# ---- softmax_stream_argmax ----
### Gate families picked out, softmax_stream_argmax

Bar = 20 um.
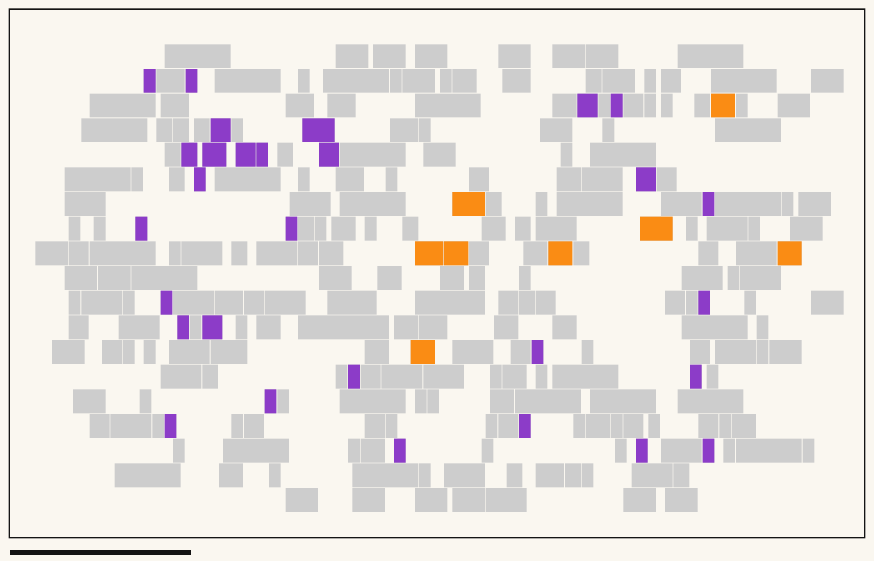
### Routed metal, one colour a layer, softmax_stream_argmax

Bar = 20 um.
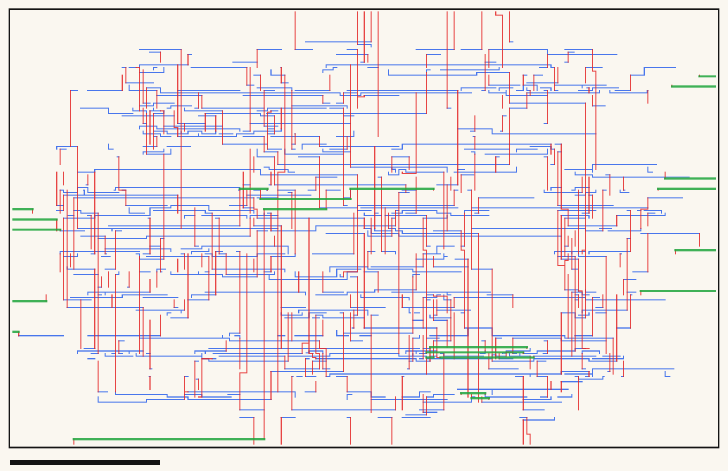
`config.mk`:
```
export PLATFORM = sky130hd
export DESIGN_NAME = softmax_stream_argmax
export DESIGN_NICKNAME = d
export VERILOG_FILES = /design/src/rtl/softmax_pkg.sv /design/src/rtl/argmax_cmp.sv /design/src/rtl/softmax_stream_argmax.sv
export SDC_FILE = /design/constraint.sdc
export NUM_CORES = 1
export LEC_CHECK = 0
export CAP_MARGIN = 25
export CELL_PAD_IN_SITES_DETAIL_PLACEMENT = 0
export CELL_PAD_IN_SITES_GLOBAL_PLACEMENT = 1
export CORE_ASPECT_RATIO = 0.6
export CORE_MARGIN = 2
export CORE_UTILIZATION = 37
export CTS_BUF_LIST = sky130_fd_sc_hd__clkbuf_2
export DETAILED_ROUTE_END_ITERATION = 10
export PLACE_DENSITY_LB_ADDON = 0.1
export SLEW_MARGIN = 20
export SYNTH_ARGS = -nofsm -noshare
export SYNTH_HDL_FRONTEND = slang
export SYNTH_SLANG_ARGS = --single-unit
```
`constraint.sdc`:
```
create_clock -name clk -period 2.61 [get_ports clk]
set_clock_uncertainty 0.15 [all_clocks]
set_input_delay 0.522 -clock clk [delete_from_list [all_inputs] [get_ports clk]]
set_output_delay 0.522 -clock clk [all_outputs]
set_load 0.01 [all_outputs]
```
`src/rtl/softmax_pkg.sv`:
```
// softmax_pkg
// Shared types and defaults for the streaming argmax classifier stage.
//   state_e            : FSM encoding for the frame collector
//   SOFTMAX_WORD_SIZE  : default score width (matches the FC layer output)
//   SOFTMAX_LAYER_SIZE : default number of scores per frame
//   idx_w()            : class index width for a given layer size
package softmax_pkg;

   typedef enum logic {
      S_COLLECT = 1'b0,
      S_DONE    = 1'b1
   } state_e;

   localparam int SOFTMAX_WORD_SIZE  = 16;
   localparam int SOFTMAX_LAYER_SIZE = 10;

   function automatic int idx_w(input int n);
      return $clog2(n);
   endfunction

endpackage

```
`src/rtl/argmax_cmp.sv`:
```
// argmax_cmp
// Combinational running-max update for one candidate score.
//   cur_max  / cur_idx  : running maximum and its index
//   cand     / cand_idx : incoming score and its beat index
//   first               : candidate is beat 0, loads unconditionally
//   nxt_max  / nxt_idx  : updated running maximum and index
// Strict signed greater-than, so on a tie the earlier (lower) index is kept.
module argmax_cmp
   import softmax_pkg::*;
#(
   parameter int WORD_SIZE = SOFTMAX_WORD_SIZE,
   parameter int IDX_W     = idx_w(SOFTMAX_LAYER_SIZE)
)(
   input  logic signed [WORD_SIZE-1:0] cur_max,
   input  logic        [IDX_W-1:0]     cur_idx,
   input  logic signed [WORD_SIZE-1:0] cand,
   input  logic        [IDX_W-1:0]     cand_idx,
   input  logic                        first,
   output logic signed [WORD_SIZE-1:0] nxt_max,
   output logic        [IDX_W-1:0]     nxt_idx
);

   logic take;

   assign take    = first || (cand > cur_max);
   assign nxt_max = take ? cand     : cur_max;
   assign nxt_idx = take ? cand_idx : cur_idx;

endmodule

```
`src/rtl/softmax_stream_argmax.sv`:
```
// softmax_stream_argmax
// Sequential argmax over a frame of LAYER_SIZE signed scores arriving one
// per beat on a valid/ready stream; returns the winning class index on a
// second valid/ready interface.
//   clk, reset          : clock, synchronous active-high reset
//   in_valid / in_ready : score beat handshake
//   in_data             : signed score, neuron order 0..LAYER_SIZE-1
//   in_last             : producer's end-of-frame marker (checked, not trusted)
//   out_valid/out_ready : result handshake
//   out_class           : argmax index
//   out_err             : frame length mismatch, qualified by out_valid
//   out_max             : winning score, only when SOFTMAX_MAXVAL_EN is defined
//
// State table
//   state     | meaning
//   S_COLLECT | accepting beats, folding each into the running max
//   S_DONE    | result held on the outputs until out_ready
module softmax_stream_argmax
   import softmax_pkg::*;
#(
   parameter  int WORD_SIZE  = SOFTMAX_WORD_SIZE,
   parameter  int LAYER_SIZE = SOFTMAX_LAYER_SIZE,
   localparam int IDX_W      = idx_w(LAYER_SIZE)
)(
   input  logic                        clk,
   input  logic                        reset,
   input  logic                        in_valid,
   output logic                        in_ready,
   input  logic signed [WORD_SIZE-1:0] in_data,
   input  logic                        in_last,
   output logic                        out_valid,
   input  logic                        out_ready,
   output logic        [IDX_W-1:0]     out_class,
   output logic                        out_err
`ifdef SOFTMAX_MAXVAL_EN
   ,
   output logic signed [WORD_SIZE-1:0] out_max
`endif
);

   localparam logic [IDX_W-1:0] LAST_IDX = IDX_W'(LAYER_SIZE - 1);

   state_e                      state_q;
   logic        [IDX_W-1:0]     cnt_q;
   logic signed [WORD_SIZE-1:0] max_q;
   logic signed [WORD_SIZE-1:0] max_d;
   logic        [IDX_W-1:0]     idx_q;
   logic        [IDX_W-1:0]     idx_d;
   logic                        err_q;
   logic                        in_ready_q;
   logic                        out_valid_q;
   logic                        last_beat;
   logic                        beat_err;

   assign last_beat = (cnt_q == LAST_IDX);
   // in_last must agree with the counter on every beat, not just the final one.
   assign beat_err  = in_last != last_beat;

   argmax_cmp #(
      .WORD_SIZE (WORD_SIZE),
      .IDX_W     (IDX_W)
   ) u_cmp (
      .cur_max  (max_q),
      .cur_idx  (idx_q),
      .cand     (in_data),
      .cand_idx (cnt_q),
      .first    (cnt_q == '0),
      .nxt_max  (max_d),
      .nxt_idx  (idx_d)
   );

   // in_ready_q is always 1 in S_COLLECT, so a beat is simply in_valid there.
   always_ff @(posedge clk) begin
      if (reset) begin
         state_q     <= S_COLLECT;
         cnt_q       <= '0;
         max_q       <= '0;
         idx_q       <= '0;
         err_q       <= 1'b0;
         in_ready_q  <= 1'b1;
         out_valid_q <= 1'b0;
      end else begin
         case (state_q)
            S_COLLECT: begin
               if (in_valid) begin
                  max_q <= max_d;
                  idx_q <= idx_d;
                  err_q <= err_q | beat_err;
                  // The counter alone decides where the frame closes.
                  if (last_beat) begin
                     cnt_q       <= '0;
                     state_q     <= S_DONE;
                     in_ready_q  <= 1'b0;
                     out_valid_q <= 1'b1;
                  end else begin
                     cnt_q <= cnt_q + IDX_W'(1);
                  end
               end
            end
            S_DONE: begin
               if (out_ready) begin
                  state_q     <= S_COLLECT;
                  err_q       <= 1'b0;
                  in_ready_q  <= 1'b1;
                  out_valid_q <= 1'b0;
               end
            end
            default: state_q <= S_COLLECT;
         endcase
      end
   end

   // idx_q/max_q double as the result registers: nothing loads them in
   // S_DONE, and the next frame's beat 0 overwrites them unconditionally.
   assign in_ready  = in_ready_q;
   assign out_valid = out_valid_q;
   assign out_class = idx_q;
   assign out_err   = err_q;

`ifdef SOFTMAX_MAXVAL_EN
   assign out_max = max_q;
`else
   // max_q still drives the comparator; it is just not exported.
`endif

endmodule

```
==> flow_metrics.env <==
# physical design summary
export IMPL_p_int_uw=625
export IMPL_pwr_share_comb=0.317
export IMPL_logic_family="AND-OR/OR-AND gates"
export IMPL_crit_family="buffers and inverters"
export IMPL_mux_area_frac=0.0139
export IMPL_finalNetCount=296
export IMPL_met3_usage=0.0351
export IMPL_drive_above_1_share=0.124
export IMPL_final_util=0.482
export IMPL_floorplan_core_util=0.390
export IMPL_vdd_ir_drop_max_mv=0.203
export IMPL_core_um2=4640
export IMPL_rsz0062_at_grt="false"
export IMPL_pg_comb_uw=295
export IMPL_yosys_area_share_adder=0.111
export IMPL_top_cells_by_count="inv_1, dfxtp_1, nand2_1"
export IMPL_hpwlAfterDp_mm=3.13
export IMPL_drc=0
export IMPL_final_area_um2=2240
export IMPL_mostFrequentLayoutCells="inv_1, dfxtp_1, nand2_1, clkdlybuf4s50_1, nor2_1"
export IMPL_n_fill_cell=449
export IMPL_wl_met3_um=161
export IMPL_pg_seq_uw=468
export IMPL_status="complete, no violations"
export IMPL_routed_top_layer="met3"
export IMPL_p_per_area_nw_per_um2=416
export IMPL_die_w_um=94.2
export IMPL_cts_num_sinks=28
export IMPL_drt_iter0_markers=63
export IMPL_syn_area_um2=1810
export IMPL_layout_worst_path_cycle_share=0.965
export IMPL_xor_area_frac=0.0145
export IMPL_ys_cells=221
export IMPL_cpPeakStageDelay_ns=0.43
export IMPL_cts_tree="built"
export IMPL_synthArstFlopShare=0
export IMPL_endpoint_kind="flop"
export IMPL_top_usage_layer="met1"
export IMPL_ys_ff=28
export IMPL_worstPathArrival_ns=2.64
export IMPL_ys_warn_count=0
export IMPL_critical_path_buf_inv_count=2
export IMPL_route_met2_wl_mm=1.60
export IMPL_first_global_vias=1497
export IMPL_numCtsBuffers=3
export IMPL_pwr_share_seq=0.503
export IMPL_gp_congestion=0.730
export IMPL_crit_slowest_cell="clkdlybuf4s50_1"
export IMPL_setup_viol_count_final=0
export IMPL_edf_count=0
export IMPL_chip_area_um2=5480
export IMPL_ys_seq_frac=0.310
export IMPL_synth_area_per_cell_um2=8.18
export IMPL_path_clk_slew_ns=0.26
export IMPL_switching_share=0.328
export IMPL_totalWireLength_mm=4.18
export IMPL_grt_max_degree=21
export IMPL_use_met2=0.240
export IMPL_die_height_um=58.1
export IMPL_clk_power_uw=167
export IMPL_wl_met1_mm=2.42
export IMPL_top_area_cell="dfxtp_1"
export IMPL_grt_first_pass_wirelength_mm=7.27
export IMPL_cts_hold_buf=0
export IMPL_synth_top_cell_area_share=0.310
export IMPL_ant_nets=0
Notes on 'Gate families picked out' of softmax_stream_argmax above:
colour	family	cells
purple	NOR gates	29
orange	AND-OR and OR-AND gates	8
Commonest Layout Cell: inv_1
Non-Filler Instances: 321
logic share of the area: 0.481

Notes on 'Routed metal, one colour a layer' of softmax_stream_argmax above:
colour	layer	wire length
green	met3	162 um
red	met2	1600 um
blue	met1	2420 um
routed vias: 1605
gr usage total: 0.172
wire per inst: 13.0 um

-- final timing paths --
check             slack [ns]      endpoint  cells after the start    startpoint
setup / recovery        0.09      max_q[0]                      8   in_data[14]
setup reg to reg        0.29      max_q[0]                      8     max_q[14]
hold / removal          0.33  out_class[3]                      2  out_class[3]
hold reg to reg         0.33  out_class[3]                      2  out_class[3]
-- state kept, by name (all words and copies together) (netlist names) --
signal     cells
in_ready       1
cnt_q          4
out_valid      1
max_q         16
state_q        1
out_class      4
out_err        1
-- metrics by stage --
step,hold slack (ns),instances,setup slack [ns]
finish,0.330,321,0.0919
global route,0.334,321,0.0509
CTS,0.330,321,0.104
detailed placement,0.302,317,-0.327
global placement,0.294,317,-0.290
floorplan,0.299,221,0.0758
-- cell type report --
class / count / area, um^2 / share of cell area
sequential: 28 / 561 / 0.251
inverter: 34 / 128 / 0.0571
timing repair buffer: 41 / 375 / 0.168
tap: 63 / 78.8 / 0.0353
clock inverter: 1 / 3.75 / 0.00168
clock buffer: 3 / 15.0 / 0.00672
multi-input combinational: 151 / 1070 / 0.481
-- kinds of logic after synthesis --
kind of cell    after synthesis
flops                        28
fa+ha+maj                    16
buf+inv                      42
compound gates               47
simple gates                 83
xor+xnor                      3
mux                           2

# ---- barrel_unshifter_seq ----
File: config.mk
export PLATFORM = sky130hd
export DESIGN_NAME = barrel_unshifter_seq
export DESIGN_NICKNAME = d
export VERILOG_FILES = /design/src/rtl/barrel_unshifter_seq_pkg.sv /design/src/rtl/barrel_unshifter_seq_rotr_step.sv /design/src/rtl/barrel_unshifter_seq.sv
export SDC_FILE = /design/constraint.sdc
export NUM_CORES = 1
export LEC_CHECK = 0
export CORE_AREA = 2 2 39 41
export DETAILED_ROUTE_END_ITERATION = 7
export DIE_AREA = 0 0 41 43
export PLACE_DENSITY_LB_ADDON = 0.05
export SLEW_MARGIN = 20
export SYNTH_ARGS = -nofsm -noshare
export SYNTH_HDL_FRONTEND = slang
export SYNTH_SLANG_ARGS = --single-unit
File: constraint.sdc
create_clock -name clk -period 2.3 [get_ports clk]
set_input_delay 0.46 -clock clk [delete_from_list [all_inputs] [get_ports clk]]
set_output_delay 0.46 -clock clk [all_outputs]
set_load 0.01 [all_outputs]
File: src/rtl/barrel_unshifter_seq_pkg.sv
`default_nettype none
// ============================================================================
//  Module      : barrel_unshifter_seq_pkg
//  Description : Definitions shared by the barrel shifter family. Holds the
//                FSM state encodings and the default operand width.
//                barrel_shifter and barrel_unshifter_seq both import this
//                package, so a change here affects both blocks.
//  Revision    : 1.0  initial release
// ============================================================================
package barrel_unshifter_seq_pkg;

    // Default operand width for the barrel datapath.
    localparam int BARREL_WIDTH = 4;

    // FSM state encodings. They are 2 bits wide, so 2'd3 is unreachable.
    // The FSM sends that code back to idle.
    localparam logic [1:0] ST_IDLE  = 2'd0;
    localparam logic [1:0] ST_SHIFT = 2'd1;
    localparam logic [1:0] ST_DONE  = 2'd2;

endpackage : barrel_unshifter_seq_pkg
`default_nettype wire

File: src/rtl/barrel_unshifter_seq_rotr_step.sv
`default_nettype none
// ============================================================================
//  Module      : rotr_step
//  Description : Combinational rotate right by one position.
//                o_dout[i] = i_din[(i+1) % WIDTH], so bit 0 wraps round to
//                bit WIDTH-1.
//  Ports       : i_din   [WIDTH-1:0]  operand
//                o_dout  [WIDTH-1:0]  operand rotated right by one
//  Revision    : 1.0  initial release
// ============================================================================
module rotr_step #(
    parameter int WIDTH = 4
) (
    input  logic [WIDTH-1:0] i_din,
    output logic [WIDTH-1:0] o_dout
);

    generate
        for (genvar i = 0; i < WIDTH; i++) begin : g_bit
            assign o_dout[i] = i_din[(i + 1) % WIDTH];
        end
    endgenerate

endmodule : rotr_step
`default_nettype wire

File: src/rtl/barrel_unshifter_seq.sv
`default_nettype none
// ============================================================================
//  Module      : barrel_unshifter_seq
//  Description : Sequential rotate right. It undoes the left rotate applied
//                by barrel_shifter, rotating one position per clock.
//                Input and output both use valid/ready handshakes.
//                Latency from the accepting edge to out_valid is sel+1 edges.
//  Ports       : clk        system clock, rising edge
//                rst_n      asynchronous active-low reset
//                in_valid   a/sel valid
//                in_ready   operand can be accepted (IDLE only)
//                a          [WIDTH-1:0] operand
//                sel        [SW-1:0]    right-rotate amount
//                out_valid  shift_out holds a final result (DONE)
//                out_ready  consumer accepts the result
//                shift_out  [WIDTH-1:0] registered rotated result
//                busy       high in SHIFT and DONE
//  Revision    : 1.0  initial release
// ============================================================================
module barrel_unshifter_seq
    import barrel_unshifter_seq_pkg::*;
#(
    parameter  int WIDTH = BARREL_WIDTH,   // power of two, >= 2
    localparam int SW    = $clog2(WIDTH)
) (
    input  logic             clk,
    input  logic             rst_n,
    input  logic             in_valid,
    output logic             in_ready,
    input  logic [WIDTH-1:0] a,
    input  logic [SW-1:0]    sel,
    output logic             out_valid,
    input  logic             out_ready,
    output logic [WIDTH-1:0] shift_out,
    output logic             busy
);

    logic [1:0]       r_state;
    logic [SW-1:0]    r_cnt;
    logic [WIDTH-1:0] r_shift;
    logic [WIDTH-1:0] w_rot;

    // The one-position rotator sits in the SHIFT datapath.
    rotr_step #(
        .WIDTH (WIDTH)
    ) u_rotr_step (
        .i_din  (r_shift),
        .o_dout (w_rot)
    );

    // The handshake outputs are decoded directly from the state register.
    // This keeps them glitch-free and holds them stable while in DONE.
    assign in_ready  = (r_state == ST_IDLE);
    assign out_valid = (r_state == ST_DONE);
    assign busy      = !in_ready;
    assign shift_out = r_shift;

    always_ff @(posedge clk or negedge rst_n) begin
        if (!rst_n) begin
            r_state <= ST_IDLE;
            r_cnt   <= '0;
            r_shift <= '0;
        end else begin
            case (r_state)
                ST_IDLE: begin
                    if (in_valid) begin
                        r_shift <= a;
                        r_cnt   <= sel;
                        r_state <= ST_SHIFT;
                    end
                end
                ST_SHIFT: begin
                    // The zero test comes before the decrement, so the
                    // counter never wraps below zero.
                    if (r_cnt == '0) begin
                        r_state <= ST_DONE;
                    end else begin
                        r_shift <= w_rot;
                        r_cnt   <= r_cnt - SW'(1);
                    end
                end
                ST_DONE: begin
                    // There is no same-cycle turnaround. The next operand
                    // is only taken after a full cycle back in IDLE.
                    if (out_ready) begin
                        r_state <= ST_IDLE;
                    end
                end
                default: begin
                    r_state <= ST_IDLE;
                end
            endcase
        end
    end

endmodule : barrel_unshifter_seq
`default_nettype wire

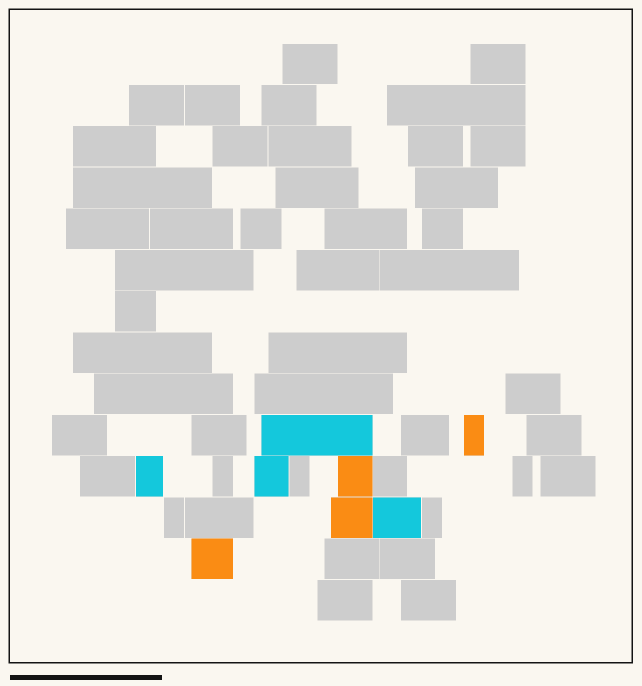
*Gate families picked out, barrel_unshifter_seq*
Bar = 10 um.
colour	family	cells
orange	NOR gates	4
cyan	inverting AOI/OAI gates	4
logic share of the area: 0.356
Commonest Layout Cell: clkdlybuf4s50_1
Non-Filler Instances: 69

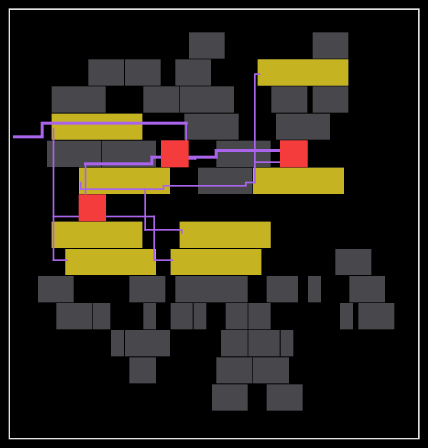
*Routed clock nets over the placement, barrel_unshifter_seq*
[red] cells driving clock nets | count: 3
[yellow] flip-flops | count: 8
[purple] clock wires | length: 124 um
routed clock nets	4
Layout Skew: 0.00471 ns
Clock power frac: 0.103
Late-Pin Clk Latency: 0.25 ns
Clk. pwr: 107 uW

==> flow_metrics.env <==
# physical design summary
export IMPL_clk_share=0.0344
export IMPL_logic_area_um2=233
export IMPL_p_per_area_nw_per_um2=1580
export IMPL_fin_setup_tns_ns=0
export IMPL_top_area_cell="dfrtp_1"
export IMPL_path_max_fanout=8
export IMPL_cpPeakStageDelay_ns=0.53
export IMPL_vdd_ir_drop_max_mv=0.663
export IMPL_via_count=319
export IMPL_fin_crit_ns=1.98
export IMPL_cts_num_sinks=8
export IMPL_r2r_start="r_cnt[0]"
export IMPL_drt_vias_per_instance=4.62
export IMPL_grt_first_pass_wirelength_mm=1.41
export IMPL_status="complete, no violations"
export IMPL_use_met2=0.172
export IMPL_cts_hold_buf=0
export IMPL_mostFrequentLayoutCells="clkdlybuf4s50_1, mux2_4, dfrtp_1"
export IMPL_ant_nets=0
export IMPL_antenna_found_initial=0
export IMPL_ys_ff=8
export IMPL_wl_met3_um=55
export IMPL_worstPathArrival_ns=1.52
export IMPL_dp_cells=66
export IMPL_synth_top_flop_cell="dfrtp_1"
export IMPL_critical_path_buf_inv_count=1
export IMPL_first_global_vias=329
export IMPL_cts_tree="built"
export IMPL_multi_input_comb_cells=21
export IMPL_ys_seq_frac=0.422
export IMPL_hpwlAfterDp_um=647
export IMPL_synth_top_cell_area_share=0.422
export IMPL_grt_max_degree=9
export IMPL_r2r_end="shift_out[0]"
export IMPL_maxClockFrequency_mhz=506
export IMPL_leakagePower_nw=0.301
export IMPL_cts_root_buffer="clkbuf_4"
export IMPL_crit_slowest_cell="clkdlybuf4s50_1"
export IMPL_route_met2_wl_um=383
export IMPL_synthTopCellsByArea="dfrtp_1, mux2_4, buf_6"
export IMPL_slew_viol_final=0
export IMPL_core_um2=1380
export IMPL_ys_warn_count=0
export IMPL_clockBufferCount=3
export IMPL_io_pins=17
export IMPL_synthArstFlopShare=1.00
export IMPL_syn_to_final_growth_pct=38.0
export IMPL_buffer_area_frac=0.245
export IMPL_cts_setup_buffers=0
export IMPL_endpoint_kind="primary output"
export IMPL_syn_num_nets=47
export IMPL_met3_usage=0.0785
export IMPL_drc=0
export IMPL_relSlewSlack=0.679
export IMPL_synth_area_per_cell_um2=13.2
export IMPL_layout_worst_path_cycle_share=0.860
export IMPL_inv_count=5
export IMPL_cts_resized_gates=0
export IMPL_synth_cells=36
export IMPL_setup_viol_count_final=0
export IMPL_top_cells_by_count="dfrtp_1, mux2_4, inv_1"
export IMPL_reg2reg_setup_slack_ns=0.75
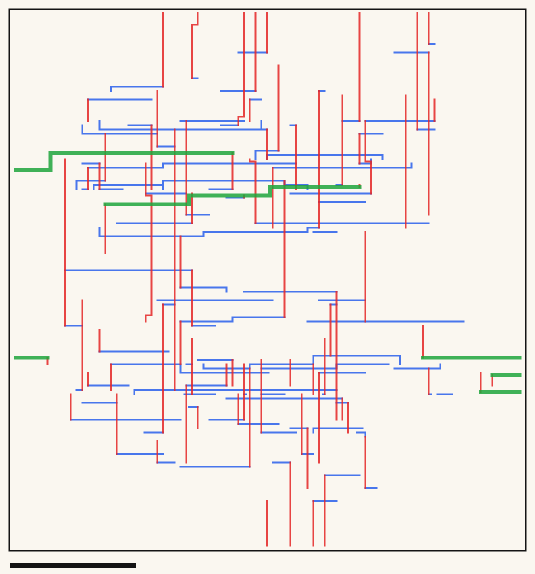
*Routed metal, one colour a layer, barrel_unshifter_seq*
Bar = 10 um.
colour	layer	wire length
red	met2	384 um
blue	met1	393 um
green	met3	55.8 um
final wirelength: 831 um
gr usage total: 0.123
wire per inst: 12.0 um

## sequential cells by signal, summed over array words and instances, names as in the netlist
name and count:
r_cnt 2, r_state 2, shift_out 4
## power breakdown
part / switching (mW) / internal (mW) / leakage, nW
clock: 0.0475 / 0.0597 / 0.0138
combinational: 0.230 / 0.402 / 0.193
sequential: 0.0778 / 0.220 / 0.0945
total: 0.356 / 0.681 / 0.301
## logic make-up (layout without fill, tap and decap cells)
group | count (synthesis) | count (layout) | synth area share
flip-flops | 8 | 8 | 0.422
adder cells (fa/ha/maj) | 1 | 1 | 0.0264
AND-OR/OR-AND | 5 | 5 | 0.106
buffers and inverters | 7 | 24 | 0.0871
AND/OR/NAND/NOR | 6 | 6 | 0.0844
multiplexers | 9 | 9 | 0.274
## worst register-to-register path, cell delays in order, from the launching register on
cell and delay, ns:
dfrtp_1 0.36, inv_1 0.05, ha_1 0.23, a211oi_4 0.46
mux2_4 0.34
## worst max-delay path by stage
stage / from / to / slack [ns]
floorplan: r_cnt[0] / shift_out[0] / 0.85
global placement: in_valid / shift_out[0] / 0.40
detailed placement: in_valid / shift_out[2] / 0.37
CTS: r_state[0] / out_valid / 0.31
global route: r_state[0] / out_valid / 0.25
finish: r_state[0] / out_valid / 0.32

# ---- module_bcd_adder ----
### Routed metal, one colour a layer, module_bcd_adder

Bar = 20 um.
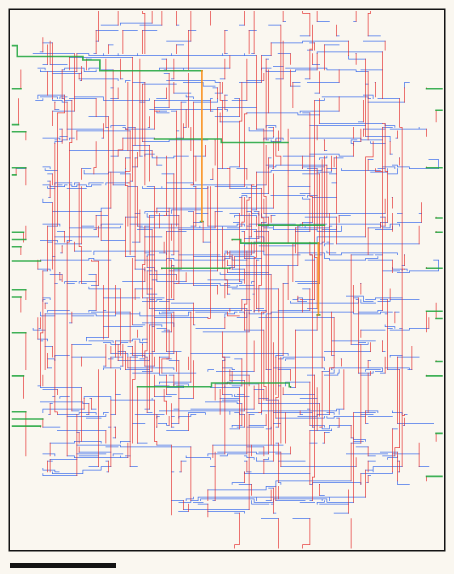
### Congestion heat map, module_bcd_adder

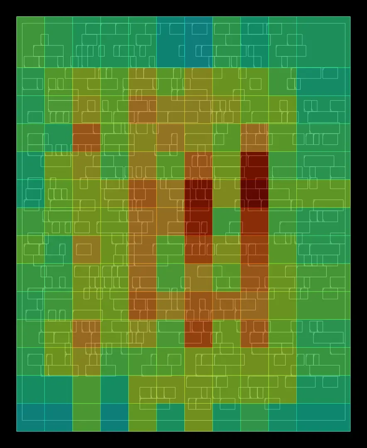
$ cat src/rtl/module_bcd_adder.sv
// Digit-serial BCD adder: latches two NDIG-digit packed BCD operands on start,
// adds one digit per clock and presents a registered NDIG+1 digit sum with an error flag.
module module_bcd_adder #(
  parameter int NDIG = 3
) (
  input  logic                    clk,
  input  logic                    rst,
  input  logic [4*NDIG-1:0]       first_num,
  input  logic [4*NDIG-1:0]       second_num,
  input  logic                    start,
  output logic                    busy,
  output logic                    valid,
  output logic                    err,
  output logic [4*(NDIG+1)-1:0]   sum,
  output logic [1:0]              dbg_state
);

  localparam int IW = (NDIG > 1) ? $clog2(NDIG) : 1;

  typedef enum logic [1:0] {
    IDLE = 2'd0,
    ADD  = 2'd1,
    DONE = 2'd2
  } state_t;

  // Handshake: start is sampled only in IDLE; busy is high while digits are
  // being added; valid pulses for one cycle when sum/err take a new value.
  state_t state, state_nxt;

  logic [4*NDIG-1:0]     op_a, op_b;
  logic [4*(NDIG+1)-1:0] acc;
  logic                  carry;
  logic                  err_acc;
  logic [IW-1:0]         idx;

  logic [3:0] dig_a, dig_b, dig_out;
  logic [4:0] dig_sum;
  logic       dig_carry;
  logic       last_dig;

  assign dig_a     = op_a[4*idx +: 4];
  assign dig_b     = op_b[4*idx +: 4];
  assign dig_sum   = {1'b0, dig_a} + {1'b0, dig_b} + {4'b0, carry};
  assign dig_carry = (dig_sum > 5'd9);
  // Decimal correction: adding 6 skips the six unused codes of the nibble.
  assign dig_out   = dig_carry ? (dig_sum[3:0] + 4'd6) : dig_sum[3:0];
  assign last_dig  = (idx == IW'(NDIG - 1));

  assign busy      = (state == ADD);
  assign dbg_state = state;

  always_ff @(posedge clk) begin
    if (rst) state <= IDLE;
    else     state <= state_nxt;
  end

  always_comb begin
    state_nxt = state;
    case (state)
      IDLE:    if (start) state_nxt = ADD;
      ADD:     if (last_dig) state_nxt = DONE;
      DONE:    state_nxt = IDLE;
      default: state_nxt = IDLE;
    endcase
  end

  always_ff @(posedge clk) begin
    if (rst) begin
      op_a    <= '0;
      op_b    <= '0;
      acc     <= '0;
      carry   <= 1'b0;
      err_acc <= 1'b0;
      idx     <= '0;
      sum     <= '0;
      err     <= 1'b0;
      valid   <= 1'b0;
    end else begin
      valid <= 1'b0;
      case (state)
        IDLE: begin
          if (start) begin
            op_a    <= first_num;
            op_b    <= second_num;
            acc     <= '0;
            carry   <= 1'b0;
            err_acc <= 1'b0;
            idx     <= '0;
          end
        end
        ADD: begin
          acc[4*idx +: 4] <= dig_out;
          carry           <= dig_carry;
          err_acc         <= err_acc | (dig_a > 4'd9) | (dig_b > 4'd9);
          if (last_dig) begin
            acc[4*NDIG +: 4] <= {3'b000, dig_carry};
            idx              <= '0;
          end else begin
            idx <= idx + 1'b1;
          end
        end
        DONE: begin
          sum   <= err_acc ? '0 : acc;
          err   <= err_acc;
          valid <= 1'b1;
        end
        default: ;
      endcase
    end
  end

endmodule

$ cat config.mk
export PLATFORM = sky130hd
export DESIGN_NAME = module_bcd_adder
export DESIGN_NICKNAME = d
export VERILOG_FILES = /design/src/rtl/module_bcd_adder.sv
export SDC_FILE = /design/constraint.sdc
export NUM_CORES = 1
export LEC_CHECK = 0
export CAP_MARGIN = 20
export CORE_ASPECT_RATIO = 1.25
export CORE_MARGIN = 1
export CORE_UTILIZATION = 35
export DETAILED_ROUTE_END_ITERATION = 8
export GPL_ROUTABILITY_DRIVEN = 0
export MAX_ROUTING_LAYER = met4
export PLACE_DENSITY_LB_ADDON = 0.05
export SYNTH_ARGS = -nofsm -noshare
export SYNTH_HDL_FRONTEND = slang
export SYNTH_SLANG_ARGS = --single-unit
$ cat constraint.sdc
create_clock -name clk -period 3.4 [get_ports clk]
set_input_delay 0.68 -clock clk [delete_from_list [all_inputs] [get_ports clk]]
set_output_delay 0.68 -clock clk [all_outputs]
set_load 0.05 [all_outputs]
==> flow_metrics.env <==
# physical design summary
export IMPL_drt_vias_per_instance=5.00
export IMPL_ant_nets=0
export IMPL_insertion_delay_ns=0.33
export IMPL_cts_setup_buffers=0
export IMPL_warning_count=31
export IMPL_comb_area_share=0.403
export IMPL_numCtsBuffers=9
export IMPL_io_pins=48
export IMPL_ys_seq_frac=0.455
export IMPL_ys_area_um2=2820
export IMPL_slew_viol_final=0
export IMPL_layout_worst_path_cycle_share=0.932
export IMPL_rows=36
export IMPL_top_area_cell="dfxtp_1"
export IMPL_cts_num_sinks=64
export IMPL_cpMostUsedCell="fa_2"
export IMPL_cts_root_buffer="clkbuf_8"
export IMPL_status="complete, no violations"
export IMPL_pwr_share_seq=0.486
export IMPL_synthArstFlopShare=0
export IMPL_hold_depth=2
export IMPL_syn_area_um2=2820
export IMPL_final_util=0.459
export IMPL_cp_endpoint="acc[10]"
About 'Routed metal, one colour a layer' of module_bcd_adder:
colour	layer	wire length
red	met2	3400 um
green	met3	206 um
blue	met1	2920 um
orange	met4	42.2 um
routed vias: 2396
gr usage total: 0.175
wire per inst: 13.7 um

About 'Congestion heat map' of module_bcd_adder:
routing usage on met2: 0.292
global route hottest layer: met2
met1 Usage GRT: 0.193

[kinds of logic (layout without fill, tap and decap cells)]
group / after synthesis / in the layout / share of synthesized area
buffers and inverters: 29 / 78 / 0.0431
AND/OR/NAND/NOR: 134 / 134 / 0.216
AND-OR/OR-AND: 84 / 84 / 0.183
XOR/XNOR: 2 / 2 / 0.00622
flip-flops: 64 / 64 / 0.455
multiplexers: 10 / 10 / 0.0373
adder cells (fa/ha/maj): 12 / 12 / 0.0586
[cell usage in the layout (no fill, tap or decap), types with 2 or more instances in the layout]
master / count
dfxtp_1: 63
nor2b_1: 4
nor3_1: 2
ha_1: 10
nand3_1: 4
nor3b_1: 15
o2bb2ai_1: 2
clkdlybuf4s50_1: 46
a22o_1: 8
a211oi_1: 2
a21oi_1: 52
inv_1: 6
mux2i_1: 9
nand2b_1: 3
clkinv_2: 2
buf_4: 10
nor2_1: 34
nor4b_1: 2
or2_2: 2
o21ai_0: 3
o22ai_1: 5
xnor2_2: 2
fa_2: 2
a22oi_1: 4
nand2_1: 64
a32oi_1: 3
clkbuf_8: 11

# ---- multicycle_sequencer ----
**src/rtl/multicycle_sequencer.sv**
```systemverilog
// multicycle_sequencer
// Multi-cycle control FSM for the processor datapath. It walks each instruction
// through FETCH/DECODE/EXECUTE/MEMORY/WRITEBACK, turns the decoder's static
// control flags into per-cycle strobes, guards the data-cache handshake with a
// timeout, and counts retired instructions.
//
// Optional feature: define STALL_COUNT_EN to build a saturating counter of
// memory wait cycles. Without it, stall_count is tied to 0.
//
// state     | meaning
// ----------+--------------------------------------------------------------
// IDLE  (0) | out of reset, waiting for start
// FETCH (1) | ir_load strobe, instruction register captures the instruction
// DECODE(2) | decoder flags latched into internal copies
// EXECUTE(3)| ALU cycle; branch decision latched; may retire (CBZ/B)
// MEMORY(4) | data cache strobe held until mem_ready, watched by timeout
// WRITEBACK5| reg_write_en strobe, then retire
// HALT  (6) | parked after a halt request, start resumes at FETCH
// ERROR (7) | memory timeout; sticky until reset

module multicycle_sequencer #(
    parameter int MEM_TIMEOUT = 15,
    parameter int CNT_W       = 32
) (
    input  logic             clock,
    input  logic             reset,
    input  logic             start,
    input  logic             halt_req,
    input  logic             mem_read_in,
    input  logic             mem_write_in,
    input  logic             reg_write_in,
    input  logic             branch_in,
    input  logic             uncond_in,
    input  logic             zero_in,
    input  logic             mem_ready,
    output logic             ir_load,
    output logic             pc_write,
    output logic             pc_src,
    output logic             reg_write_en,
    output logic             mem_read_en,
    output logic             mem_write_en,
    output logic             busy,
    output logic [2:0]       state,
    output logic             timeout_err,
    output logic [CNT_W-1:0] instr_count,
    output logic [CNT_W-1:0] stall_count
);

    typedef enum logic [2:0] {
        S_IDLE      = 3'd0,
        S_FETCH     = 3'd1,
        S_DECODE    = 3'd2,
        S_EXECUTE   = 3'd3,
        S_MEMORY    = 3'd4,
        S_WRITEBACK = 3'd5,
        S_HALT      = 3'd6,
        S_ERROR     = 3'd7
    } state_t;

    // Wait counter only needs to reach MEM_TIMEOUT-1.
    localparam int WAIT_W = (MEM_TIMEOUT > 1) ? $clog2(MEM_TIMEOUT) : 1;
    localparam logic [WAIT_W-1:0] WAIT_LAST = WAIT_W'(MEM_TIMEOUT - 1);

    state_t            state_q, state_d;
    logic              rd_q, rd_d;
    logic              wr_q, wr_d;
    logic              rw_q, rw_d;
    logic              br_q, br_d;
    logic              un_q, un_d;
    logic              pc_src_q, pc_src_d;
    logic [WAIT_W-1:0] wait_q, wait_d;
    logic [CNT_W-1:0]  instr_q, instr_d;
    logic              retire;

    // State, latched decoder flags and counters.
    always_ff @(posedge clock or posedge reset) begin
        if (reset) begin
            state_q  <= S_IDLE;
            rd_q     <= 1'b0;
            wr_q     <= 1'b0;
            rw_q     <= 1'b0;
            br_q     <= 1'b0;
            un_q     <= 1'b0;
            pc_src_q <= 1'b0;
            wait_q   <= '0;
            instr_q  <= '0;
        end else begin
            state_q  <= state_d;
            rd_q     <= rd_d;
            wr_q     <= wr_d;
            rw_q     <= rw_d;
            br_q     <= br_d;
            un_q     <= un_d;
            pc_src_q <= pc_src_d;
            wait_q   <= wait_d;
            instr_q  <= instr_d;
        end
    end

    // Next-state logic; retire marks the last cycle of an instruction.
    always_comb begin
        state_d  = state_q;
        rd_d     = rd_q;
        wr_d     = wr_q;
        rw_d     = rw_q;
        br_d     = br_q;
        un_d     = un_q;
        pc_src_d = pc_src_q;
        wait_d   = wait_q;
        retire   = 1'b0;
        case (state_q)
            S_IDLE:    if (start) state_d = S_FETCH;
            S_FETCH:   state_d = S_DECODE;
            S_DECODE: begin
                // A load/store conflict resolves to a load.
                rd_d    = mem_read_in;
                wr_d    = mem_write_in & ~mem_read_in;
                rw_d    = reg_write_in;
                br_d    = branch_in;
                un_d    = uncond_in;
                state_d = S_EXECUTE;
            end
            S_EXECUTE: begin
                pc_src_d = (br_q & zero_in) | un_q;
                if (rd_q | wr_q) begin
                    state_d = S_MEMORY;
                    wait_d  = '0;
                end else if (rw_q) begin
                    state_d = S_WRITEBACK;
                end else begin
                    retire = 1'b1;
                end
            end
            S_MEMORY: begin
                if (mem_ready) begin
                    if (rd_q) state_d = S_WRITEBACK;
                    else      retire  = 1'b1;
                end else if (wait_q == WAIT_LAST) begin
                    state_d = S_ERROR;
                end else begin
                    wait_d = wait_q + WAIT_W'(1);
                end
            end
            S_WRITEBACK: retire = 1'b1;
            S_HALT:    if (start) state_d = S_FETCH;
            S_ERROR:   state_d = S_ERROR;
            default:   state_d = S_IDLE;
        endcase
        if (retire) state_d = halt_req ? S_HALT : S_FETCH;
        instr_d = retire ? instr_q + CNT_W'(1) : instr_q;
    end

    // Strobes decoded from the current state and latched flags.
    always_comb begin
        ir_load      = (state_q == S_FETCH);
        reg_write_en = (state_q == S_WRITEBACK);
        mem_read_en  = (state_q == S_MEMORY) & rd_q;
        mem_write_en = (state_q == S_MEMORY) & ~rd_q;
        busy         = (state_q >= S_FETCH) && (state_q <= S_WRITEBACK);
        timeout_err  = (state_q == S_ERROR);
        pc_write     = retire;
        // pc_src_d carries the fresh decision in EXECUTE and the held one later.
        pc_src       = retire & pc_src_d;
        state        = state_q;
        instr_count  = instr_q;
    end

`ifdef STALL_COUNT_EN
    logic [CNT_W-1:0] stall_q, stall_d;

    // Saturating count of MEMORY cycles spent waiting on the cache.
    always_comb begin
        stall_d = stall_q;
        if ((state_q == S_MEMORY) && !mem_ready && (stall_q != '1))
            stall_d = stall_q + CNT_W'(1);
    end

    // Stall counter register, cleared only by reset.
    always_ff @(posedge clock or posedge reset) begin
        if (reset) stall_q <= '0;
        else       stall_q <= stall_d;
    end

    assign stall_count = stall_q;
`else
    assign stall_count = '0;
`endif

endmodule

```
**config.mk**
```make
export PLATFORM = sky130hd
export DESIGN_NAME = multicycle_sequencer
export DESIGN_NICKNAME = d
export VERILOG_FILES = /design/src/rtl/multicycle_sequencer.sv
export SDC_FILE = /design/constraint.sdc
export NUM_CORES = 1
export LEC_CHECK = 0
export CAP_MARGIN = 10
export CORE_ASPECT_RATIO = 1.4
export CORE_MARGIN = 2
export CORE_UTILIZATION = 49
export DETAILED_ROUTE_END_ITERATION = 16
export HOLD_SLACK_MARGIN = 0.08
export PLACE_DENSITY = 0.85
export SETUP_SLACK_MARGIN = 0.1
export SLEW_MARGIN = 5
export SYNTH_ARGS = -nofsm -noshare
export SYNTH_HDL_FRONTEND = slang
export SYNTH_SLANG_ARGS = --single-unit
```
**constraint.sdc**
```tcl
create_clock -name clock -period 2.95 [get_ports clock]
set_input_delay 0.59 -clock clock [delete_from_list [all_inputs] [get_ports clock]]
set_output_delay 0.59 -clock clock [all_outputs]
set_load 0.01 [all_outputs]
```
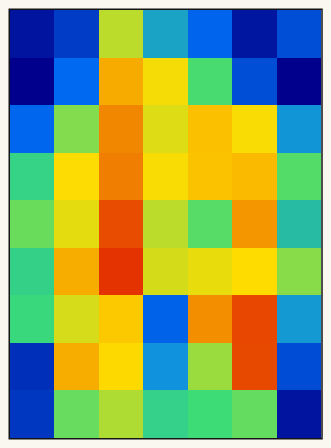
*Placement density heat map, multicycle_sequencer*
7 x 9 tiles, from dark blue (low) to red (high), 0 to 100% covered.
mean over tiles	53%
fullest tile	94%
tiles over 75% full	27%
Core Area: 5120 um^2
utilization after layout: 0.621
FP Core Util: 0.499

==> flow_metrics.env <==
# physical design summary
export IMPL_status="complete, no violations"
export IMPL_cts_max_level=2
export IMPL_power_leader="registers"
export IMPL_ys_sh_aoi=0.0769
export IMPL_yosys_area_share_adder=0.0147
export IMPL_wl_met1_mm=2.01
export IMPL_cts_num_sinks=45
export IMPL_min_delay_start="instr_count[31]"
export IMPL_worstMarginPinSlew_ns=0.836
export IMPL_synthTopCellsByArea="dfrtp_1, buf_4, xor2_1"
export IMPL_pg_seq_uw=969
export IMPL_dp_cells=377
export IMPL_dp_slack_ns=0.120
export IMPL_drc=0
export IMPL_largest_register_ffs=32
export IMPL_finalHoldViolCount=0
export IMPL_syn_to_final_growth_pct=24.5
export IMPL_whs_endpoint="instr_count[31]"
export IMPL_cts_root_buffer="clkbuf_8"
export IMPL_num_antenna_cells=0
export IMPL_p_switching_uw=803
export IMPL_mostFrequentLayoutCells="clkdlybuf4s50_1, dfrtp_1, conb_1"
export IMPL_wl_met3_um=279
export IMPL_cts_hold_buf=0
export IMPL_logic_family="simple AND/OR/NAND/NOR gates"
export IMPL_whs_ns=0.480
export IMPL_cpMostUsedCell="clkdlybuf4s50_1"
export IMPL_pwr_share_seq=0.442
export IMPL_vdd_ir_drop_max_mv=0.403
export IMPL_synth_top_cell_area_share=0.441
export IMPL_logic_area_um2=1240
export IMPL_synth_cells=255
export IMPL_startpoint="mem_ready"
export IMPL_met1_usage=0.208
export IMPL_clk_power_uw=376
export IMPL_reg2reg_setup_slack_ns=0.98
export IMPL_n_fill_cell=450
export IMPL_grt_max_degree=24
export IMPL_crit_slowest_cell="clkdlybuf4s50_1"
export IMPL_ys_seq_frac=0.441
export IMPL_yosysUniqueCellTypes=46
export IMPL_hold_depth=1
export IMPL_grt_first_pass_wirelength_mm=8.09
export IMPL_numCtsBuffers=5
export IMPL_use_met2=0.334
export IMPL_antenna_found_initial=0
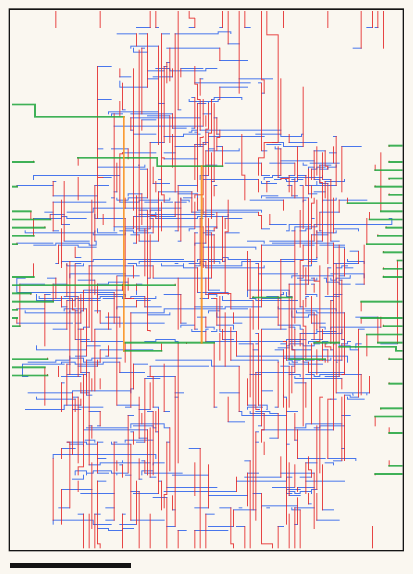
*Routed metal, one colour a layer, multicycle_sequencer*
Bar = 20 um.
colour	layer	wire length
blue	met1	2010 um
orange	met4	68.0 um
red	met2	2520 um
green	met3	279 um
gr usage total: 0.181
routed vias: 1878
wire per inst: 12.7 um
final wirelength: 4.87 mm

## worst max-delay path, delay by kind of cell
kind                   cells  cell delay (ns)
buffers and inverters      3             1.09
and+or+nand+nor            3             0.29
AOI/OAI and AO/OA          1             0.16
## area by class of cell
type | count | area share
multi-input combinational | 191 | 0.390
sequential | 45 | 0.355
timing repair buffer | 61 | 0.186
clock buffer | 7 | 0.0271
tap | 66 | 0.0260
inverter | 14 | 0.0165
## how the worst max path moves through the flow
| stage | endpoint | cells past startpoint |
|---|---|---|
| floorplan | pc_src | 5 |
| global placement | pc_src | 7 |
| detailed placement | pc_src | 7 |
| CTS | pc_src | 7 |
| global route | pc_src | 7 |
| finish | pc_src | 7 |
## per-stage QoR
stage / total power, mW / cell area [um^2]
2_1_floorplan: 1.46 / 2670
3_3_place_gp: 1.80 / 3090
3_5_place_dp: 1.82 / 3090
4_1_cts: 2.21 / 3170
5_1_grt: 2.35 / 3180
6_report: 2.19 / 3180
## cell families after synthesis
group | after synthesis
AOI/OAI and AO/OA | 27
adders and majority gates | 3
DFF | 45
and+or+nand+nor | 93
muxes | 4
xor gates and xnor gates | 32
other | 1
buffers and inverters | 50

# ---- riio_gpo_bank_ctrl ----
===== config.mk =====
export PLATFORM = sky130hd
export DESIGN_NAME = riio_gpo_bank_ctrl
export DESIGN_NICKNAME = d
export VERILOG_FILES = /design/src/rtl/riio_gpo_bank_ctrl.sv
export SDC_FILE = /design/constraint.sdc
export NUM_CORES = 1
export LEC_CHECK = 0
export CAP_MARGIN = 20
export CORE_ASPECT_RATIO = 0.8
export CORE_MARGIN = 10
export CORE_UTILIZATION = 40
export DETAILED_ROUTE_END_ITERATION = 10
export SLEW_MARGIN = 20
export SYNTH_ARGS = -nofsm -noshare
export SYNTH_HDL_FRONTEND = slang
export SYNTH_SLANG_ARGS = --single-unit
export TNS_END_PERCENT = 5

===== constraint.sdc =====
create_clock -name CLK_I -period 4.9 [get_ports CLK_I]
set_input_delay 0.98 -clock CLK_I [delete_from_list [all_inputs] [get_ports CLK_I]]
set_output_delay 0.98 -clock CLK_I [all_outputs]
set_load 0.01 [all_outputs]

===== src/rtl/riio_gpo_bank_ctrl.sv =====
// rtl/riio_gpo_bank_ctrl.sv - GPO pad bank control with break-before-make channel reconfiguration
module riio_gpo_bank_ctrl #(
    parameter int N          = 8,
    parameter int HOLD_CYC   = 4,
    parameter int SETTLE_CYC = 8,
    parameter int CHW        = (N > 1) ? $clog2(N) : 1
) (
    input  logic             CLK_I,
    input  logic             RSTN_I,
    input  logic [N-1:0]     DO_I,
    input  logic [N-1:0]     OE_I,
    input  logic             CFG_VALID_I,
    output logic             CFG_READY_O,
    input  logic [CHW-1:0]   CFG_CH_I,
    input  logic [1:0]       CFG_DS_I,
    input  logic             CFG_SR_I,
    input  logic [1:0]       CFG_MODE_I,
    output logic             CFG_ERR_O,
    input  logic             VBIAS_OK_I,
    output logic             BUSY_O,
    output logic [N-1:0]     PAD_DO_O,
    output logic [N-1:0]     PAD_OE_O,
    output logic [2*N-1:0]   PAD_DS_O,
    output logic [N-1:0]     PAD_SR_O,
    output logic [N-1:0]     PAD_ODP_O,
    output logic [N-1:0]     PAD_ODN_O
);

    localparam logic [1:0] S_IDLE   = 2'd0;
    localparam logic [1:0] S_BREAK  = 2'd1;
    localparam logic [1:0] S_APPLY  = 2'd2;
    localparam logic [1:0] S_SETTLE = 2'd3;

    localparam int CNTW = 16;
    localparam logic [CNTW-1:0] HOLD_LOAD   = CNTW'(HOLD_CYC - 1);
    localparam logic [CNTW-1:0] SETTLE_LOAD = CNTW'((SETTLE_CYC > 0) ? SETTLE_CYC - 1 : 0);

    logic [1:0]      state, state_nx;
    logic [CNTW-1:0] cnt, cnt_nx;
    logic            rdy, err, err_nx, apply, accept;

    logic [CHW-1:0]  lat_ch;
    logic [1:0]      lat_ds, lat_mode;
    logic            lat_sr;

    logic [2*N-1:0]  ds_st, mode_st;
    logic [N-1:0]    sr_st;

    logic            vb_meta, vb_ok;

    logic [31:0]     ch_ext, lat_ch_ext;
    logic            ch_bad, oe_sel;
    logic [N-1:0]    oe_sh, gate, oe_nx, odp_nx, odn_nx;

    assign ch_ext     = 32'(CFG_CH_I);
    assign lat_ch_ext = 32'(lat_ch);
    assign ch_bad     = (ch_ext >= N);
    assign oe_sh      = PAD_OE_O >> CFG_CH_I;
    assign oe_sel     = oe_sh[0];
    assign accept     = CFG_VALID_I & rdy & (state == S_IDLE);

    always_comb begin
        state_nx = state;
        cnt_nx   = cnt;
        err_nx   = 1'b0;
        apply    = 1'b0;
        case (state)
            S_IDLE: begin
                if (accept) begin
                    if (ch_bad) begin
                        err_nx = 1'b1;
                    end else if (oe_sel) begin
                        state_nx = S_BREAK;
                        cnt_nx   = HOLD_LOAD;
                    end else begin
                        state_nx = S_APPLY;
                    end
                end
            end
            S_BREAK: begin
                if (cnt == '0) state_nx = S_APPLY;
                else           cnt_nx   = cnt - 1'b1;
            end
            S_APPLY: begin
                apply = 1'b1;
                if (SETTLE_CYC == 0) begin
                    state_nx = S_IDLE;
                end else begin
                    state_nx = S_SETTLE;
                    cnt_nx   = SETTLE_LOAD;
                end
            end
            S_SETTLE: begin
                if (cnt == '0) state_nx = S_IDLE;
                else           cnt_nx   = cnt - 1'b1;
            end
            default: state_nx = S_IDLE;
        endcase
    end

    // Ready is registered so it stays low while reset is held and rises on the first edge after release.
    always_ff @(posedge CLK_I or negedge RSTN_I) begin
        if (!RSTN_I) begin
            state    <= S_IDLE;
            cnt      <= '0;
            rdy      <= 1'b0;
            err      <= 1'b0;
            lat_ch   <= '0;
            lat_ds   <= 2'b00;
            lat_sr   <= 1'b0;
            lat_mode <= 2'b11;
        end else begin
            state <= state_nx;
            cnt   <= cnt_nx;
            rdy   <= (state_nx == S_IDLE);
            err   <= err_nx;
            if (accept) begin
                lat_ch   <= CFG_CH_I;
                lat_ds   <= CFG_DS_I;
                lat_sr   <= CFG_SR_I;
                lat_mode <= CFG_MODE_I;
            end
        end
    end

    always_ff @(posedge CLK_I or negedge RSTN_I) begin
        if (!RSTN_I) begin
            ds_st   <= '0;
            sr_st   <= '0;
            mode_st <= '1;
        end else if (apply) begin
            for (int i = 0; i < N; i++) begin
                if (lat_ch_ext == i) begin
                    ds_st[2*i +: 2]   <= lat_ds;
                    sr_st[i]          <= lat_sr;
                    mode_st[2*i +: 2] <= lat_mode;
                end
            end
        end
    end

    always_ff @(posedge CLK_I or negedge RSTN_I) begin
        if (!RSTN_I) begin
            vb_meta <= 1'b0;
            vb_ok   <= 1'b0;
        end else begin
            vb_meta <= VBIAS_OK_I;
            vb_ok   <= vb_meta;
        end
    end

    // Bias loss drops any non-minimum drive channel straight away, independent of the FSM.
    always_comb begin
        gate   = '0;
        oe_nx  = '0;
        odp_nx = '0;
        odn_nx = '0;
        for (int i = 0; i < N; i++) begin
            gate[i]   = (state != S_IDLE) && (lat_ch_ext == i);
            oe_nx[i]  = OE_I[i] && (mode_st[2*i +: 2] != 2'b11) && !gate[i]
                        && ((ds_st[2*i +: 2] == 2'b00) || vb_ok);
            odp_nx[i] = (mode_st[2*i +: 2] == 2'b10);
            odn_nx[i] = (mode_st[2*i +: 2] == 2'b01);
        end
    end

    always_ff @(posedge CLK_I or negedge RSTN_I) begin
        if (!RSTN_I) begin
            PAD_DO_O  <= '0;
            PAD_OE_O  <= '0;
            PAD_DS_O  <= '0;
            PAD_SR_O  <= '0;
            PAD_ODP_O <= '0;
            PAD_ODN_O <= '0;
        end else begin
            PAD_DO_O  <= DO_I;
            PAD_OE_O  <= oe_nx;
            PAD_DS_O  <= ds_st;
            PAD_SR_O  <= sr_st;
            PAD_ODP_O <= odp_nx;
            PAD_ODN_O <= odn_nx;
        end
    end

    assign CFG_READY_O = rdy;
    assign CFG_ERR_O   = err;
    assign BUSY_O      = (state != S_IDLE);

endmodule


==> flow_metrics.env <==
# physical design summary
export IMPL_status="complete, no violations"
export IMPL_setup_viol_count_final=0
export IMPL_yosys_area_share_adder=0.00518
export IMPL_io_pins=87
export IMPL_cpPeakStageDelay_ns=0.78
export IMPL_vdd_ir_drop_max_mv=0.201
export IMPL_syn_area_um2=4830
export IMPL_critical_path_buf_inv_count=2
export IMPL_overflow=0
export IMPL_numCtsBuffers=17
export IMPL_grt_max_degree=57
export IMPL_r2r_end="cnt[3]"
export IMPL_xor_area_frac=0.00181
export IMPL_rows=35
export IMPL_wl_met3_um=740
export IMPL_syn_num_nets=390
export IMPL_crit_chain="nor2_1 > inv_1 > clkdlybuf4s50_1"
export IMPL_fin_crit_ns=3.31
export IMPL_crit_family="buffers and inverters"
export IMPL_floorplan_core_util=0.415
export IMPL_endpoint_kind="primary output"
export IMPL_insertion_delay_ns=0.41
export IMPL_core_um2=11600
export IMPL_simple_gate_share=0.123
export IMPL_totalWireLength_mm=11.0
export IMPL_ys_sh_aoi=0.0707
export IMPL_top_usage_layer="met2"
export IMPL_layout_worst_path_cycle_share=0.676
export IMPL_ys_ff=125
export IMPL_avgRoutedWirePerCell_um=18.0
export IMPL_cts_root_buffer="clkbuf_16"
export IMPL_gp_congestion=0.841
export IMPL_hold_depth=0
export IMPL_die_height_um=118
export IMPL_path_clk_slew_ns=0.05
export IMPL_drt_iter0_markers=193
export IMPL_synth_top_flop_cell="dfrtp_1"
export IMPL_fin_setup_tns_ns=0
export IMPL_met1_usage=0.170
export IMPL_ys_warn_count=0
export IMPL_reg2reg_depth=5
export IMPL_required_ns=3.92
export IMPL_cts_resized_gates=0
export IMPL_chip_area_um2=16900
export IMPL_drc=0
export IMPL_clock_skew_ns=0.0115
export IMPL_yosysUniqueCellTypes=44
export IMPL_drtPass1Iterations=4
export IMPL_maxClockFrequency_mhz=302
export IMPL_via_count=3134
export IMPL_synth_most_common_cell="dfrtp_1"
export IMPL_crit_slowest_cell="dfrtp_1"
export IMPL_cts_num_sinks=125
export IMPL_wl_met1_mm=4.86
export IMPL_track_usage=0.136
export IMPL_warning_count=27
export IMPL_synth_area_per_cell_um2=13.4
export IMPL_top_area_cell="dfrtp_1"
export IMPL_edf_count=0
export IMPL_start_kind="flop"
export IMPL_n_fill_cell=968
export IMPL_top_cells_by_count="dfrtp_1, mux2_2, nor2_1"
export IMPL_synthTopCellsByArea="dfrtp_1, mux2_2, dfstp_2"
export IMPL_min_path_type="flop to flop"
export IMPL_slew_viol_final=0
export IMPL_whs_endpoint="vb_ok"
## how the worst max path moves through the flow
stage	to	slack, ns
after floorplan	cnt[8]	2.38
after global placement	cnt[3]	1.44
after detailed placement	cnt[5]	1.35
after CTS	BUSY_O	1.54
after global routing	cnt[8]	1.46
final	BUSY_O	1.59
## report_power, final
part	total, mW	internal, mW	leakage (nW)	switching, mW
clock network	1.22	0.795	0.284	0.429
registers	1.05	1.04	1.57	0.00505
logic	0.0699	0.0348	0.907	0.0351
## metrics by stage
step	worst slack (ns)	hold WS, ns	std cells	area, um^2	power, mW
2_1_floorplan	2.38	0.331	360	4830	1.07
3_3_place_gp	1.44	0.337	582	5810	1.14
3_5_place_dp	1.35	0.353	582	5810	1.14
4_1_cts	1.54	0.365	614	6400	2.37
5_1_grt	1.46	0.367	614	6400	2.43
6_report	1.59	0.364	614	6400	2.34
## area by class of cell
class | instances | area [um^2] | area share
flip-flops and latches | 125 | 3150 | 0.492
multi-input cells | 217 | 1600 | 0.249
repair buffers | 87 | 863 | 0.135
clock buffers | 20 | 437 | 0.0683
well taps | 148 | 185 | 0.0289
clock inverters | 12 | 148 | 0.0231
inverters | 5 | 18.8 | 0.00293
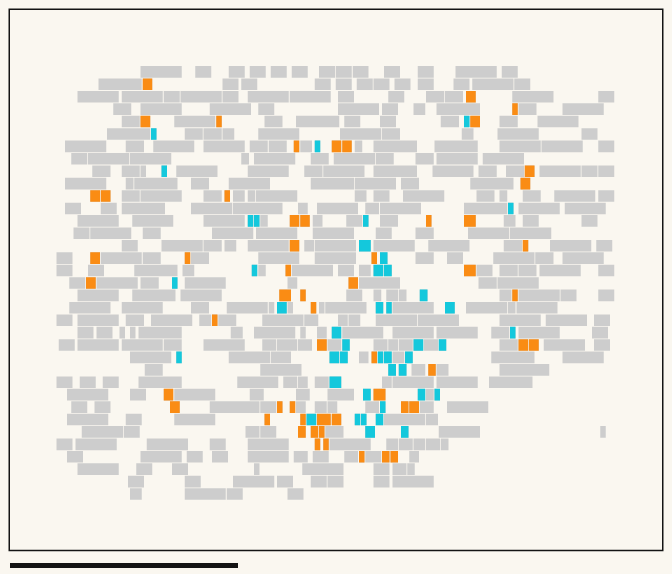
*Gate families picked out, riio_gpo_bank_ctrl*
Bar = 50 um.
colour	family	cells
cyan	NAND gates	43
orange	NOR gates	56
Non-Filler Instances: 614
logic share of the area: 0.249
Commonest Layout Cell: dfrtp_1



==> layout pictures side by side <==
Congestion heat map.
Plate I
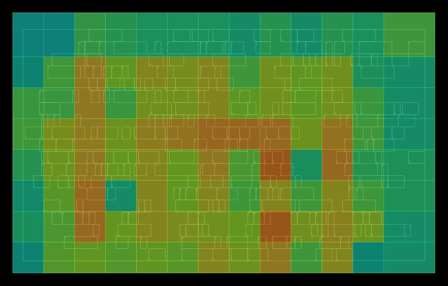
Plate II
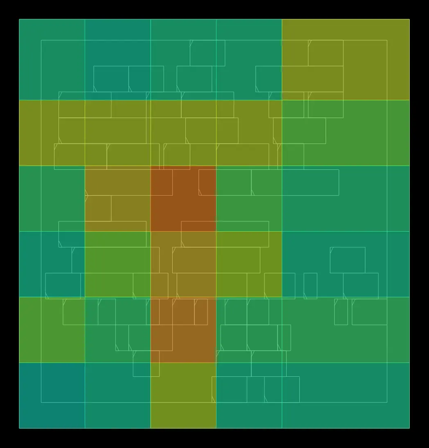
Plate III
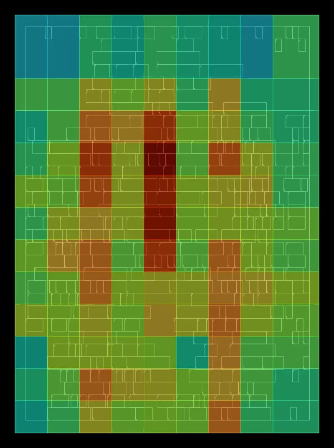
Plate IV
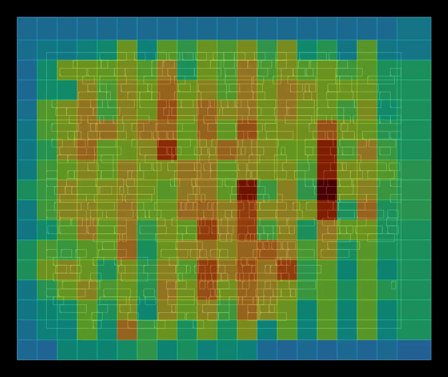
Of these, most wire per cell: Plate IV
| picture | from |
|---|---|
| Plate II | barrel_unshifter_seq |
| Plate I | softmax_stream_argmax |
| Plate IV | riio_gpo_bank_ctrl |
| Plate III | multicycle_sequencer |

Power and IR drop assume default switching activity.
